# mem_arbiter

--- config.mk ---
export PLATFORM = sky130hd
export DESIGN_NAME = mem_arbiter
export DESIGN_NICKNAME = d
export VERILOG_FILES = /design/src/rtl/mem_arbiter.sv
export SDC_FILE = /design/constraint.sdc
export NUM_CORES = 1
export LEC_CHECK = 0
export CAP_MARGIN = 10
export CORE_ASPECT_RATIO = 0.9
export CORE_MARGIN = 2
export CORE_UTILIZATION = 39
export CTS_BUF_LIST = sky130_fd_sc_hd__clkbuf_8
export CTS_CLUSTER_SIZE = 24
export DETAILED_ROUTE_END_ITERATION = 12
export PLACE_DENSITY_LB_ADDON = 0.3
export SYNTH_ARGS = -nofsm -noshare
export SYNTH_HDL_FRONTEND = slang
export SYNTH_SLANG_ARGS = --single-unit
--- constraint.sdc ---
create_clock -name CLK -period 1.74 [get_ports CLK]
set_input_delay 0.522 -clock CLK [delete_from_list [all_inputs] [get_ports CLK]]
set_output_delay 0.522 -clock CLK [all_outputs]
set_load 0.1 [all_outputs]
--- src/rtl/mem_arbiter.sv ---
// Arbitrates one single-port unified memory between the instruction-fetch and data ports.
// Each access runs IDLE -> ACCESS (WAIT_CYCLES+1 cycles) -> DONE (one-cycle ACK).
`timescale 1ns/1ps

module mem_arbiter #(
    parameter int unsigned AW          = 32,
    parameter int unsigned DW          = 32,
    parameter int unsigned WAIT_CYCLES = 1,
    parameter int unsigned DATA_PRIO   = 1
) (
    input  logic          CLK,
    input  logic          Z_R,
    input  logic          IM_REQ,
    input  logic [AW-1:0] IM_ADDR,
    output logic          IM_ACK,
    output logic [DW-1:0] IM_DATA,
    input  logic          DM_REQ,
    input  logic          DM_WE,
    input  logic [AW-1:0] DM_ADDR,
    input  logic [DW-1:0] DM_WR_DATA,
    output logic          DM_ACK,
    output logic [DW-1:0] DM_RD_DATA,
    output logic          MEM_EN,
    output logic          MEM_WE,
    output logic [AW-3:0] MEM_ADDR,
    output logic [DW-1:0] MEM_WR_DATA,
    input  logic [DW-1:0] MEM_RD_DATA,
    output logic          BUSY
);

    localparam int unsigned CW  = (WAIT_CYCLES > 0) ? $clog2(WAIT_CYCLES + 1) : 1;
    localparam int unsigned MAW = AW - 2;

    typedef enum logic [1:0] {
        IDLE   = 2'd0,
        ACCESS = 2'd1,
        DONE   = 2'd2
    } state_t;

    state_t          state, state_nxt;
    logic [CW-1:0]   cnt, cnt_nxt;
    logic            gnt_dm, gnt_dm_nxt;
    logic            last_dm, last_dm_nxt;
    logic            we_lat, we_lat_nxt;
    logic            pick_dm;
    logic [MAW-1:0]  addr_q, addr_nxt;
    logic [DW-1:0]   wdata_q, wdata_nxt;
    logic            en_q, en_nxt;
    logic            mwe_q, mwe_nxt;
    logic            im_ack_q, im_ack_nxt;
    logic            dm_ack_q, dm_ack_nxt;
    logic            busy_q, busy_nxt;
    logic [DW-1:0]   im_data_q, im_data_nxt;
    logic [DW-1:0]   dm_data_q, dm_data_nxt;

    // Byte-offset bits are intentionally ignored.
    logic unused_addr_bits;
    assign unused_addr_bits = ^{IM_ADDR[1:0], DM_ADDR[1:0]};

    // Next-state and next-output logic; every output is registered from these.
    always_comb begin
        state_nxt   = state;
        cnt_nxt     = cnt;
        gnt_dm_nxt  = gnt_dm;
        last_dm_nxt = last_dm;
        we_lat_nxt  = we_lat;
        pick_dm     = 1'b0;
        addr_nxt    = addr_q;
        wdata_nxt   = wdata_q;
        en_nxt      = 1'b0;
        mwe_nxt     = 1'b0;
        im_ack_nxt  = 1'b0;
        dm_ack_nxt  = 1'b0;
        im_data_nxt = im_data_q;
        dm_data_nxt = dm_data_q;

        case (state)
            IDLE: begin
                if (IM_REQ || DM_REQ) begin
                    if (IM_REQ && DM_REQ) begin
                        pick_dm = (DATA_PRIO != 0) ? 1'b1 : !last_dm;
                    end else begin
                        pick_dm = DM_REQ;
                    end
                    gnt_dm_nxt  = pick_dm;
                    last_dm_nxt = pick_dm;
                    we_lat_nxt  = pick_dm && DM_WE;
                    addr_nxt    = pick_dm ? DM_ADDR[AW-1:2] : IM_ADDR[AW-1:2];
                    wdata_nxt   = pick_dm ? DM_WR_DATA : '0;
                    cnt_nxt     = CW'(WAIT_CYCLES);
                    state_nxt   = ACCESS;
                    en_nxt      = 1'b1;
                    mwe_nxt     = we_lat_nxt && (WAIT_CYCLES == 0);
                end
            end
            ACCESS: begin
                if (cnt == '0) begin
                    state_nxt  = DONE;
                    im_ack_nxt = !gnt_dm;
                    dm_ack_nxt = gnt_dm;
                    if (!we_lat) begin
                        if (gnt_dm) begin
                            dm_data_nxt = MEM_RD_DATA;
                        end else begin
                            im_data_nxt = MEM_RD_DATA;
                        end
                    end
                end else begin
                    cnt_nxt = cnt - CW'(1);
                    en_nxt  = 1'b1;
                    // Write strobe only in the final access cycle.
                    mwe_nxt = we_lat && (cnt_nxt == '0);
                end
            end
            DONE: begin
                state_nxt = IDLE;
            end
            default: begin
                state_nxt = IDLE;
            end
        endcase

        busy_nxt = (state_nxt != IDLE);
    end

    // State and output registers; reset abandons any access in flight.
    always_ff @(posedge CLK or negedge Z_R) begin
        if (!Z_R) begin
            state     <= IDLE;
            cnt       <= '0;
            gnt_dm    <= 1'b0;
            last_dm   <= 1'b1;
            we_lat    <= 1'b0;
            addr_q    <= '0;
            wdata_q   <= '0;
            en_q      <= 1'b0;
            mwe_q     <= 1'b0;
            im_ack_q  <= 1'b0;
            dm_ack_q  <= 1'b0;
            busy_q    <= 1'b0;
            im_data_q <= '0;
            dm_data_q <= '0;
        end else begin
            state     <= state_nxt;
            cnt       <= cnt_nxt;
            gnt_dm    <= gnt_dm_nxt;
            last_dm   <= last_dm_nxt;
            we_lat    <= we_lat_nxt;
            addr_q    <= addr_nxt;
            wdata_q   <= wdata_nxt;
            en_q      <= en_nxt;
            mwe_q     <= mwe_nxt;
            im_ack_q  <= im_ack_nxt;
            dm_ack_q  <= dm_ack_nxt;
            busy_q    <= busy_nxt;
            im_data_q <= im_data_nxt;
            dm_data_q <= dm_data_nxt;
        end
    end

    assign IM_ACK      = im_ack_q;
    assign IM_DATA     = im_data_q;
    assign DM_ACK      = dm_ack_q;
    assign DM_RD_DATA  = dm_data_q;
    assign MEM_EN      = en_q;
    assign MEM_WE      = mwe_q;
    assign MEM_ADDR    = addr_q;
    assign MEM_WR_DATA = wdata_q;
    assign BUSY        = busy_q;

endmodule

# mem_access_unit_flat

## src/rtl/cpu_mem_pkg.sv

```systemverilog
// Shared encodings for the MEM-stage load/store path: funct3/size codes,
// control enable bit positions and the access FSM state type.
package cpu_mem_pkg;

    localparam int RD_EN_BIT = 3;
    localparam int WR_EN_BIT = 2;

    localparam logic [2:0] F3_LB  = 3'b000;
    localparam logic [2:0] F3_LH  = 3'b001;
    localparam logic [2:0] F3_LW  = 3'b010;
    localparam logic [2:0] F3_LBU = 3'b100;
    localparam logic [2:0] F3_LHU = 3'b101;

    localparam logic [1:0] SZ_B = 2'b00;
    localparam logic [1:0] SZ_H = 2'b01;
    localparam logic [1:0] SZ_W = 2'b10;

    typedef enum logic [1:0] {
        ST_IDLE   = 2'd0,
        ST_ACCESS = 2'd1,
        ST_DONE   = 2'd2
    } mau_state_e;

    function automatic logic load_f3_legal(input logic [2:0] f3);
        return (f3 == F3_LB) || (f3 == F3_LH) || (f3 == F3_LW) ||
               (f3 == F3_LBU) || (f3 == F3_LHU);
    endfunction

endpackage

```

## src/rtl/mem_access_unit_if.sv

```systemverilog
// Data-memory request/acknowledge port; master is the load/store unit.
interface mem_access_unit_if;

    logic [31:0] DM_ADDR;
    logic [31:0] DM_WRITE_DATA;
    logic [3:0]  DM_BYTE_EN;
    logic        DM_READ;
    logic        DM_WRITE;
    logic [31:0] DM_READ_DATA;
    logic        DM_ACK;

    modport master (
        output DM_ADDR, DM_WRITE_DATA, DM_BYTE_EN, DM_READ, DM_WRITE,
        input  DM_READ_DATA, DM_ACK
    );

    modport slave (
        input  DM_ADDR, DM_WRITE_DATA, DM_BYTE_EN, DM_READ, DM_WRITE,
        output DM_READ_DATA, DM_ACK
    );

endinterface

```

## src/rtl/mem_lane_align.sv

```systemverilog
// Combinational byte-lane steering: byte enables and replicated store data
// for the request, plus extraction and extension of the returned word.
module mem_lane_align
    import cpu_mem_pkg::*;
(
    input  logic [1:0]  i_addr_lo,
    input  logic [2:0]  i_funct3,
    input  logic [31:0] i_store_data,
    input  logic [31:0] i_read_word,
    output logic [3:0]  o_byte_en,
    output logic [31:0] o_store_data,
    output logic [31:0] o_load_data
);

    logic [31:0] w_shifted;

    assign w_shifted = i_read_word >> {i_addr_lo, 3'b000};

    always_comb begin
        o_byte_en    = 4'b0000;
        o_store_data = i_store_data;
        case (i_funct3[1:0])
            SZ_B: begin
                o_byte_en    = 4'b0001 << i_addr_lo;
                o_store_data = {4{i_store_data[7:0]}};
            end
            SZ_H: begin
                o_byte_en    = 4'b0011 << i_addr_lo;
                o_store_data = {2{i_store_data[15:0]}};
            end
            SZ_W:    o_byte_en = 4'b1111;
            default: o_byte_en = 4'b0000;
        endcase
    end

    always_comb begin
        o_load_data = '0;
        case (i_funct3)
            F3_LB:   o_load_data = {{24{w_shifted[7]}}, w_shifted[7:0]};
            F3_LH:   o_load_data = {{16{w_shifted[15]}}, w_shifted[15:0]};
            F3_LW:   o_load_data = w_shifted;
            F3_LBU:  o_load_data = {24'd0, w_shifted[7:0]};
            F3_LHU:  o_load_data = {16'd0, w_shifted[15:0]};
            default: o_load_data = '0;
        endcase
    end

endmodule

```

## src/rtl/mem_access_unit.sv

```systemverilog
// MEM-stage load/store engine: issues one aligned data-memory request per
// operation, stalls the pipeline until ack or timeout, returns extended loads.
module mem_access_unit
    import cpu_mem_pkg::*;
#(
    parameter int unsigned MAX_WAIT = 255
) (
    input  logic                     CLK,
    input  logic                     RESET,
    input  logic [31:0]              MEM_ALU_OUT,
    input  logic [31:0]              MEM_REG_DATA2,
    input  logic [3:0]               MEM_DATA_MEM_READ,
    input  logic [2:0]               MEM_DATA_MEM_WRITE,
    mem_access_unit_if.master        dm,
    output logic [31:0]              LOAD_DATA,
    output logic                     MEM_STALL,
    output logic                     MISALIGNED,
    output logic                     BUS_ERROR
);

    localparam logic [15:0] MAX_W = 16'(MAX_WAIT);

    mau_state_e  r_state, w_state_nxt;
    logic [15:0] r_wait_cnt;
    logic [31:0] r_dm_addr, r_dm_wdata, r_load_data;
    logic [3:0]  r_dm_be;
    logic        r_dm_read, r_dm_write, r_misaligned, r_bus_error;
    logic [1:0]  r_addr_lo;
    logic [2:0]  r_f3;

    logic        w_is_load, w_is_store, w_legal, w_misal, w_go, w_in_idle, w_stall;
    logic [2:0]  w_req_f3, w_lane_f3;
    logic [1:0]  w_lane_lo;
    logic [3:0]  w_be;
    logic [31:0] w_wdata, w_load_val;

    // Load takes priority when both enables are set.
    assign w_is_load  = MEM_DATA_MEM_READ[RD_EN_BIT];
    assign w_is_store = MEM_DATA_MEM_WRITE[WR_EN_BIT] & ~w_is_load;
    assign w_req_f3   = w_is_load ? MEM_DATA_MEM_READ[2:0] : {1'b0, MEM_DATA_MEM_WRITE[1:0]};
    assign w_legal    = (w_is_load & load_f3_legal(MEM_DATA_MEM_READ[2:0])) |
                        (w_is_store & (MEM_DATA_MEM_WRITE[1:0] != 2'b11));
    assign w_misal    = w_legal & (((w_req_f3[1:0] == SZ_H) & MEM_ALU_OUT[0]) |
                                   ((w_req_f3[1:0] == SZ_W) & (MEM_ALU_OUT[1:0] != 2'b00)));
    assign w_go       = w_legal & ~w_misal;
    assign w_in_idle  = (r_state == ST_IDLE);

    // Live operands steer the request in IDLE; captured ones steer the response.
    assign w_lane_lo  = w_in_idle ? MEM_ALU_OUT[1:0] : r_addr_lo;
    assign w_lane_f3  = w_in_idle ? w_req_f3 : r_f3;

    mem_lane_align u_align (
        .i_addr_lo    (w_lane_lo),
        .i_funct3     (w_lane_f3),
        .i_store_data (MEM_REG_DATA2),
        .i_read_word  (dm.DM_READ_DATA),
        .o_byte_en    (w_be),
        .o_store_data (w_wdata),
        .o_load_data  (w_load_val)
    );

    always_ff @(posedge CLK) begin
        if (RESET) r_state <= ST_IDLE;
        else       r_state <= w_state_nxt;
    end

    always_comb begin
        w_state_nxt = r_state;
        w_stall     = 1'b0;
        case (r_state)
            ST_IDLE: begin
                if (w_go) begin
                    w_state_nxt = ST_ACCESS;
                    w_stall     = 1'b1;
                end
            end
            ST_ACCESS: begin
                w_stall = 1'b1;
                if (dm.DM_ACK || (r_wait_cnt == MAX_W)) w_state_nxt = ST_DONE;
            end
            ST_DONE: w_state_nxt = ST_IDLE;
            default: w_state_nxt = ST_IDLE;
        endcase
    end

    always_ff @(posedge CLK) begin
        if (RESET) begin
            r_wait_cnt   <= '0;
            r_dm_addr    <= '0;
            r_dm_wdata   <= '0;
            r_dm_be      <= '0;
            r_dm_read    <= 1'b0;
            r_dm_write   <= 1'b0;
            r_load_data  <= '0;
            r_misaligned <= 1'b0;
            r_bus_error  <= 1'b0;
            r_addr_lo    <= '0;
            r_f3         <= '0;
        end else begin
            r_misaligned <= 1'b0;
            r_bus_error  <= 1'b0;
            case (r_state)
                ST_IDLE: begin
                    if (w_misal) begin
                        r_misaligned <= 1'b1;
                        r_load_data  <= '0;
                    end else if (w_go) begin
                        r_dm_addr  <= {MEM_ALU_OUT[31:2], 2'b00};
                        r_dm_be    <= w_be;
                        r_dm_wdata <= w_wdata;
                        r_dm_read  <= w_is_load;
                        r_dm_write <= ~w_is_load;
                        r_addr_lo  <= MEM_ALU_OUT[1:0];
                        r_f3       <= w_req_f3;
                    end
                end
                ST_ACCESS: begin
                    if (dm.DM_ACK) begin
                        if (r_dm_read) r_load_data <= w_load_val;
                        r_dm_read  <= 1'b0;
                        r_dm_write <= 1'b0;
                    end else if (r_wait_cnt == MAX_W) begin
                        r_bus_error <= 1'b1;
                        r_load_data <= '0;
                        r_dm_read   <= 1'b0;
                        r_dm_write  <= 1'b0;
                    end else begin
                        r_wait_cnt <= r_wait_cnt + 16'd1;
                    end
                end
                ST_DONE: r_wait_cnt <= '0;
                default: r_wait_cnt <= '0;
            endcase
        end
    end

    assign MEM_STALL        = w_stall & ~RESET;
    assign LOAD_DATA        = r_load_data;
    assign MISALIGNED       = r_misaligned;
    assign BUS_ERROR        = r_bus_error;
    assign dm.DM_ADDR       = r_dm_addr;
    assign dm.DM_WRITE_DATA = r_dm_wdata;
    assign dm.DM_BYTE_EN    = r_dm_be;
    assign dm.DM_READ       = r_dm_read;
    assign dm.DM_WRITE      = r_dm_write;

endmodule

```

## src/flat_wrapper.sv

```systemverilog
// flat-port wrapper written by rule: the top's interface ports become plain ports
module mem_access_unit_flat import cpu_mem_pkg::*;
#(
    parameter int unsigned MAX_WAIT = 255
)
  (CLK, RESET, MEM_ALU_OUT, MEM_REG_DATA2, MEM_DATA_MEM_READ, MEM_DATA_MEM_WRITE, LOAD_DATA, MEM_STALL, MISALIGNED, BUS_ERROR, dm_DM_ADDR, dm_DM_WRITE_DATA, dm_DM_BYTE_EN, dm_DM_READ, dm_DM_WRITE, dm_DM_READ_DATA, dm_DM_ACK);
  mem_access_unit_if dm_i ();
  input  logic CLK;
  input  logic RESET;
  input  logic [31:0] MEM_ALU_OUT;
  input  logic [31:0] MEM_REG_DATA2;
  input  logic [3:0] MEM_DATA_MEM_READ;
  input  logic [2:0] MEM_DATA_MEM_WRITE;
  output logic [31:0] LOAD_DATA;
  output logic MEM_STALL;
  output logic MISALIGNED;
  output logic BUS_ERROR;
  output wire logic [$bits(dm_i.DM_ADDR)-1:0] dm_DM_ADDR;
  output wire logic [$bits(dm_i.DM_WRITE_DATA)-1:0] dm_DM_WRITE_DATA;
  output wire logic [$bits(dm_i.DM_BYTE_EN)-1:0] dm_DM_BYTE_EN;
  output wire logic [$bits(dm_i.DM_READ)-1:0] dm_DM_READ;
  output wire logic [$bits(dm_i.DM_WRITE)-1:0] dm_DM_WRITE;
  input wire logic [$bits(dm_i.DM_READ_DATA)-1:0] dm_DM_READ_DATA;
  input wire logic [$bits(dm_i.DM_ACK)-1:0] dm_DM_ACK;
  assign dm_DM_ADDR = dm_i.DM_ADDR;
  assign dm_DM_WRITE_DATA = dm_i.DM_WRITE_DATA;
  assign dm_DM_BYTE_EN = dm_i.DM_BYTE_EN;
  assign dm_DM_READ = dm_i.DM_READ;
  assign dm_DM_WRITE = dm_i.DM_WRITE;
  assign dm_i.DM_READ_DATA = dm_DM_READ_DATA;
  assign dm_i.DM_ACK = dm_DM_ACK;
  mem_access_unit #(.MAX_WAIT(MAX_WAIT)) u_core (.CLK(CLK), .RESET(RESET), .MEM_ALU_OUT(MEM_ALU_OUT), .MEM_REG_DATA2(MEM_REG_DATA2), .MEM_DATA_MEM_READ(MEM_DATA_MEM_READ), .MEM_DATA_MEM_WRITE(MEM_DATA_MEM_WRITE), .dm(dm_i), .LOAD_DATA(LOAD_DATA), .MEM_STALL(MEM_STALL), .MISALIGNED(MISALIGNED), .BUS_ERROR(BUS_ERROR));
endmodule
```

## config.mk

```make
export PLATFORM = sky130hd
export DESIGN_NAME = mem_access_unit_flat
export DESIGN_NICKNAME = d
export VERILOG_FILES = /design/src/rtl/cpu_mem_pkg.sv /design/src/rtl/mem_access_unit_if.sv /design/src/rtl/mem_lane_align.sv /design/src/rtl/mem_access_unit.sv /design/src/flat_wrapper.sv
export SDC_FILE = /design/constraint.sdc
export NUM_CORES = 1
export LEC_CHECK = 0
export CORE_UTILIZATION = 41
export DETAILED_ROUTE_END_ITERATION = 12
export GPL_ROUTABILITY_DRIVEN = 0
export PLACE_DENSITY = 0.77
export SLEW_MARGIN = 15
export SYNTH_ARGS = -nofsm -noshare
export SYNTH_HDL_FRONTEND = slang
export SYNTH_SLANG_ARGS = --single-unit
```

## constraint.sdc

```tcl
create_clock -name CLK -period 2.2 [get_ports CLK]
set_clock_uncertainty 0.2 [all_clocks]
set_input_delay 0.44 -clock CLK [delete_from_list [all_inputs] [get_ports CLK]]
set_output_delay 0.44 -clock CLK [all_outputs]
set_load 0.01 [all_outputs]
```

# pr_arb_sched

--- src/rtl/pr_arb_sched.sv ---
// Four-master registered priority arbiter with grant hold, a hold limit and optional aging.
// Define PR_ARB_AGING_EN to build the per-master age counters that prevent starvation.
module pr_arb_sched #(
  parameter int unsigned MAX_HOLD = 8,
  parameter int unsigned AGE_MAX  = 7
) (
  input  logic        clk,
  input  logic        rst_n,
  input  logic [3:0]  req,
  input  logic [11:0] pri,
  output logic [3:0]  gnt,
  output logic [1:0]  gnt_id,
  output logic        busy
);

  typedef enum logic {IDLE, OWN} state_t;

  localparam logic [7:0] HOLD_LIM = 8'(MAX_HOLD);

  if (MAX_HOLD < 1 || MAX_HOLD > 255 || AGE_MAX > 7) begin : g_bad_param
    $error("pr_arb_sched: MAX_HOLD must be 1..255 and AGE_MAX must fit in 3 bits");
  end

  state_t     state;
  logic [7:0] hold_cnt;
  logic [3:0] eff [4];
  logic [3:0] best_eff;
  logic       found;
  logic [1:0] win_id;

`ifdef PR_ARB_AGING_EN
  localparam logic [2:0] AGE_SAT = 3'(AGE_MAX);
  logic [2:0] age [4];
`endif

  // Effective priority is 4 bits wide so priority plus age never wraps.
  always_comb begin
    for (int i = 0; i < 4; i++) begin
`ifdef PR_ARB_AGING_EN
      eff[i] = {1'b0, pri[3*i +: 3]} + {1'b0, age[i]};
`else
      eff[i] = {1'b0, pri[3*i +: 3]};
`endif
    end
  end

  // NOTE: every variable gets a default before the loop so no latch is inferred.
  always_comb begin
    win_id   = '0;
    best_eff = '0;
    found    = 1'b0;
    // Strict greater-than keeps the lowest index on ties.
    for (int i = 0; i < 4; i++) begin
      if (req[i] && (!found || eff[i] > best_eff)) begin
        win_id   = 2'(i);
        best_eff = eff[i];
        found    = 1'b1;
      end
    end
  end

  // NOTE: all state here uses non-blocking assignment so every register sees pre-edge values.
  always_ff @(posedge clk or negedge rst_n) begin
    if (!rst_n) begin
      state    <= IDLE;
      gnt      <= '0;
      gnt_id   <= '0;
      busy     <= 1'b0;
      hold_cnt <= '0;
`ifdef PR_ARB_AGING_EN
      for (int i = 0; i < 4; i++) age[i] <= '0;
`endif
    end else begin
      case (state)
        IDLE: begin
          if (req != '0) begin
            gnt      <= 4'b0001 << win_id;
            gnt_id   <= win_id;
            busy     <= 1'b1;
            hold_cnt <= 8'd1;
            state    <= OWN;
          end
`ifdef PR_ARB_AGING_EN
          // Idle masters and the winner restart at zero; requesting losers age.
          for (int i = 0; i < 4; i++) begin
            if (!req[i] || 2'(i) == win_id)
              age[i] <= '0;
            else if (age[i] != AGE_SAT)
              age[i] <= age[i] + 3'd1;
          end
`endif
        end
        OWN: begin
          if (!req[gnt_id] || hold_cnt == HOLD_LIM) begin
            gnt      <= '0;
            gnt_id   <= '0;
            busy     <= 1'b0;
            hold_cnt <= '0;
            state    <= IDLE;
          end else begin
            hold_cnt <= hold_cnt + 8'd1;
          end
        end
        default: state <= IDLE;
      endcase
    end
  end

endmodule
--- config.mk ---
export PLATFORM = sky130hd
export DESIGN_NAME = pr_arb_sched
export DESIGN_NICKNAME = d
export VERILOG_FILES = /design/src/rtl/pr_arb_sched.sv
export SDC_FILE = /design/constraint.sdc
export NUM_CORES = 1
export LEC_CHECK = 0
export ABC_CLOCK_PERIOD_IN_PS = 2000
export CORE_MARGIN = 2
export CORE_UTILIZATION = 50
export DETAILED_ROUTE_END_ITERATION = 8
export PLACE_DENSITY = 0.85
export SYNTH_ARGS = -nofsm -noshare
export SYNTH_HDL_FRONTEND = slang
export SYNTH_SLANG_ARGS = --single-unit
export TNS_END_PERCENT = 10
--- constraint.sdc ---
create_clock -name clk -period 2 [get_ports clk]
set_input_delay 0.4 -clock clk [delete_from_list [all_inputs] [get_ports clk]]
set_output_delay 0.4 -clock clk [all_outputs]
set_load 0.005 [all_outputs]
**pr_arb_sched: selected gate families**

Scale: 4 px per µm.
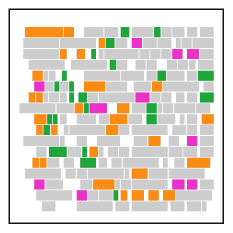
family	color	cells
inverting AOI/OAI gates	orange	29
AND-OR and OR-AND gates	magenta	11
NAND gates	green	23

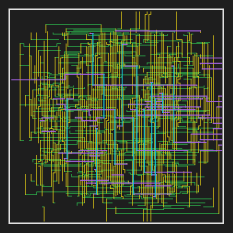
**Above:** pr_arb_sched (wiring by layer).
Scale: 4 px per µm.
layer	color	wire length
metal 1	green	1760 µm
metal 3	purple	367 µm
metal 4	cyan	216 µm
metal 2	yellow	2400 µm

==> design notes, pr_arb_sched <==
met2 track demand over resource after global routing is 56.0%. Along the worst path, the maximum fanout reaches 5. Across the whole layout, multi-input logic makes up 49.1% of the cell area.

The kind of path behind the tightest hold check was in -> async. Of all the cell area in the finished design, non-clock buffers hold 24.9%. The count of endpoints failing setup in the final report came out at 6. The final reports fail on setup timing. The total congestion overflow is 0.

For reference, the top logic cell family by area is AND-OR/OR-AND gates. The largest register by flop count is hold_cnt. Hold repair after CTS inserted 0 buffers. The flow ran to the end, but the final reports show violations. The capture point of the worst reg-to-reg path is gnt[1]. Looking at the cell usage after synthesis, the top flip-flop cell is sky130_fd_sc_hd__dfrtp_1. The number of global-route vias before repair was 1368. For the smallest setup slack after layout, the log shows -1.86 ns. The synthesis stat section lists a flop and latch total of 16.

The layout stage reports a final design area of 1920 µm². By area the synthesized netlist is led by sky130_fd_sc_hd__dfrtp_1 (33%), sky130_fd_sc_hd__ha_1 (11%), sky130_fd_sc_hd__a21o_1 (3.7%).
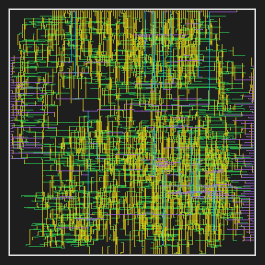
**Above:** mem_access_unit_flat (wiring by layer).
Scale: 2 px per µm.
layer	color	wire length
metal 1	green	8250 µm
metal 4	cyan	668 µm
metal 2	yellow	9720 µm
metal 3	purple	1350 µm

==> design notes, mem_access_unit_flat <==
The run gives 125 for the total number of sequential cells. In this run the most used layer during global routing was met2. Note, the detailed placer reported a final HPWL of 13.4 mm. The timing report gives the biggest stage delay along the critical path as 0.53 ns. Per the timing report, the most critical flop-to-flop path originates at u_core.r_state[0].

The checks that failed: setup timing. For the core occupancy in the finished layout, the log shows 71.3%.

Along the worst path, the maximum fanout reaches 8. With the smallest setup slack after layout at -0.0689 ns, the distinct cell type count of the synthesized netlist is 65. Summing over every cut layer, the via total after detailed routing is 6506. The timing report lists the critical path depth as 6 cells. The first global-routing pass estimated 28.9 mm of wire. The flow ran to the end, but the final reports show violations. The tree is rooted in a sky130_fd_sc_hd__clkbuf_16. By area, the combinational part of the netlist is dominated by simple AND/OR/NAND/NOR gates.

For the worst flop-to-flop path, the logic depth is 6. The tools report the capture point of the worst path as u_core.LOAD_DATA[29]. The type of element launching the critical path is a flip-flop. The run gives 1 for the count of buffering cells on the critical path with inverters included. Looking at the gate-level netlist, the highest instance count belongs to sky130_fd_sc_hd__nand2_1. The run gives 208 for the total of buffers placed on input and output ports. The most frequent standard cell in the layout excluding fill and tap cells was sky130_fd_sc_hd__clkdlybuf4s50_1.

Headroom to the max-slew limit: 49.7%. Setup repair after global routing could not meet its margin everywhere. The last timing report of the flow puts the setup violation total at 16.

Sum of routed wire length over all layers: 20.0 mm. STA classifies the critical path endpoint as a flip-flop.
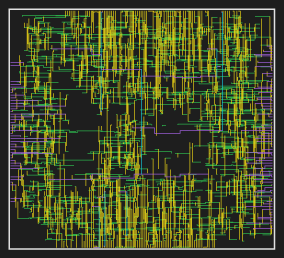
**Above:** mem_arbiter (wiring by layer).
Scale: 2 px per µm.
layer	color	wire length
metal 1	green	6080 µm
metal 2	yellow	8450 µm
metal 3	purple	928 µm
metal 4	cyan	244 µm
Total Routed Length: 15.7 mm
combined global-route utilization of all metal layers: 20.3%
overall via count from detail_route: 4109

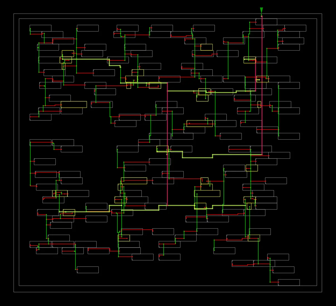
**Above:** mem_arbiter (clock wiring as the flow saved it).
Clock Sink Count: 136
Clk Latency, worst-skew pair: 0.43 ns
setup clock skew after layout: 0.00992 ns

==> design notes, mem_arbiter <==
The flow ran to the end, and the final reports show no timing, DRC or antenna violations. For the cell total in the yosys stat output, the log shows 396. TritonCTS built the clock tree. Summing all multi-input logic gate instances after layout gives 2090 µm².

Multi-input gates account for 19.9% of the area. In the final report, the number of pins over their slew limit comes to 0. Busiest layer in global routing: met2.

The number of buffers other than clock buffers in the final layout came out at 282. The worst-case reg-to-reg setup slack stands at 0.02 ns. In the final layout, flip-flops and latches take up 32.4% of the cell area. The synthesis report names the predominant flop master as sky130_fd_sc_hd__dfrtp_1.

The tools report the CTS buffer count as 17. The number of DRC markers after the initial detailed-route iteration is 143, and the fraction of synthesized area in multiplexers is 32.2%. Wire segments on met3 add up to 927 µm in the final route. The met2 wire length is 8.45 mm, and the antenna diode instance count is 0. The tools report the count of endpoints failing setup in the final report as 0. The detailed router put a total of 6.08 mm of wire on met1. The floorplan die height is 119 µm.

The finished cells cover 10500 µm². According to the floorplan report, the die width is 132 µm. The average instance in the mapped netlist occupies 14.5 µm².

The smallest setup slack after layout is 0.0208 ns. The core utilization before placement was 39.4%; the inverter count of the layout excluding clock inverters was 34. Hold is met by 0.550 ns.

The largest cell class by area is non-clock buffers. In the synthesized netlist, the cells that appear most often are sky130_fd_sc_hd__dfrtp_1 (136), sky130_fd_sc_hd__mux2_2 (93), sky130_fd_sc_hd__inv_1 (33), sky130_fd_sc_hd__mux2i_1 (33), sky130_fd_sc_hd__nand2_1 (33). The yosys synthesis chip area came out at 5740 µm². For reference, XOR and XNOR gates occupy 0% of the area reported after synthesis.

In the post-synthesis netlist, the cell with the most instances is sky130_fd_sc_hd__dfrtp_1. The kind of path behind the tightest hold check is in -> async.

==> screenshots <==
Routed clock nets over the placement.
picture 1
Scale: 10 px per µm.
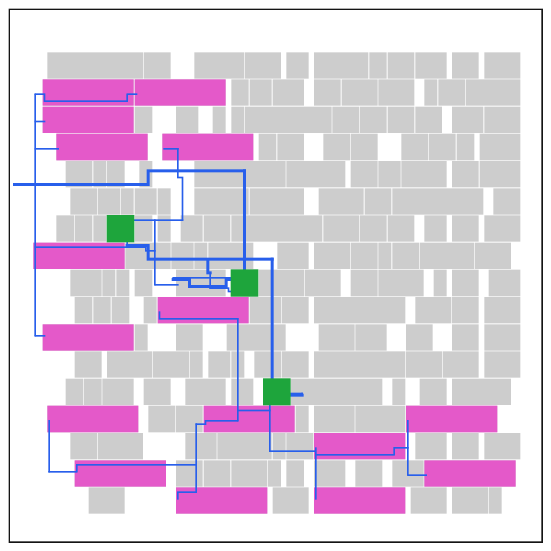
picture 2
Scale: 4 px per µm.
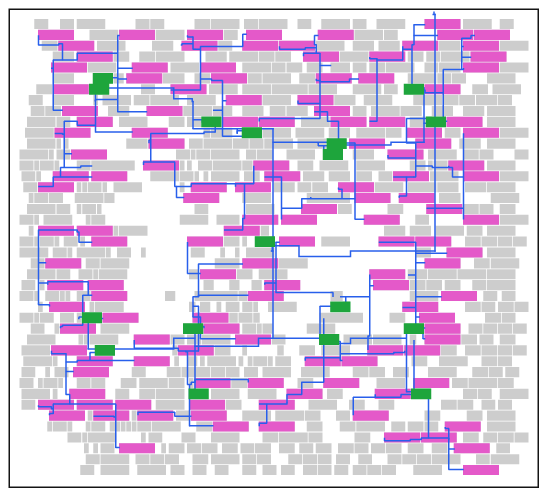
picture 3
Scale: 4 px per µm.
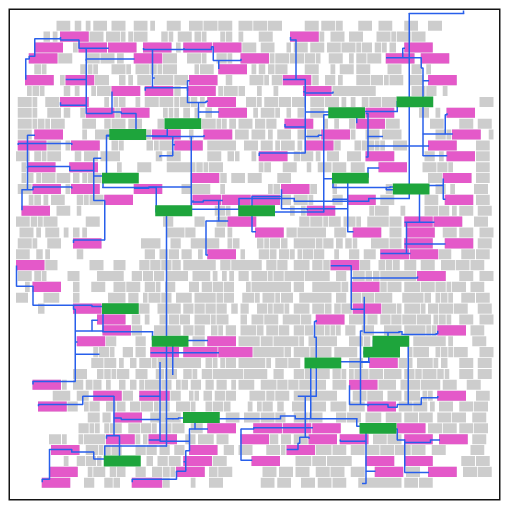
The one with the smallest die is picture 1.
The one with the fewest sequential cells is picture 1.
pr_arb_sched is picture 1.
mem_access_unit_flat is picture 3.
mem_arbiter is picture 2.



==> layout pictures side by side <==
Metal 3.
Plate I
Scale: 4 px per µm.
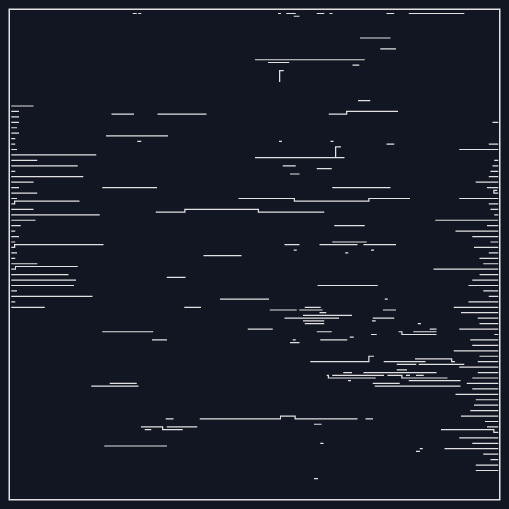
Plate II
Scale: 10 px per µm.
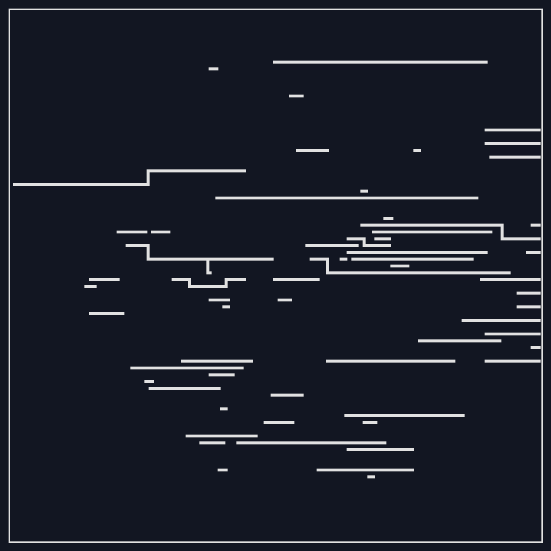
Plate III
Scale: 4 px per µm.
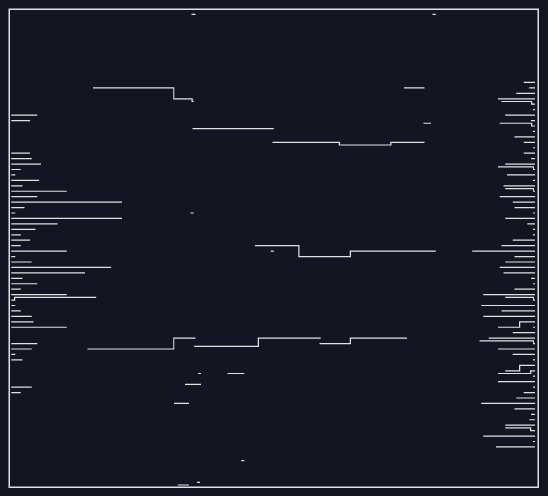
| from | picture |
|---|---|
| mem_arbiter | Plate III |
| pr_arb_sched | Plate II |
| mem_access_unit_flat | Plate I |
The one with the smallest die is Plate II.

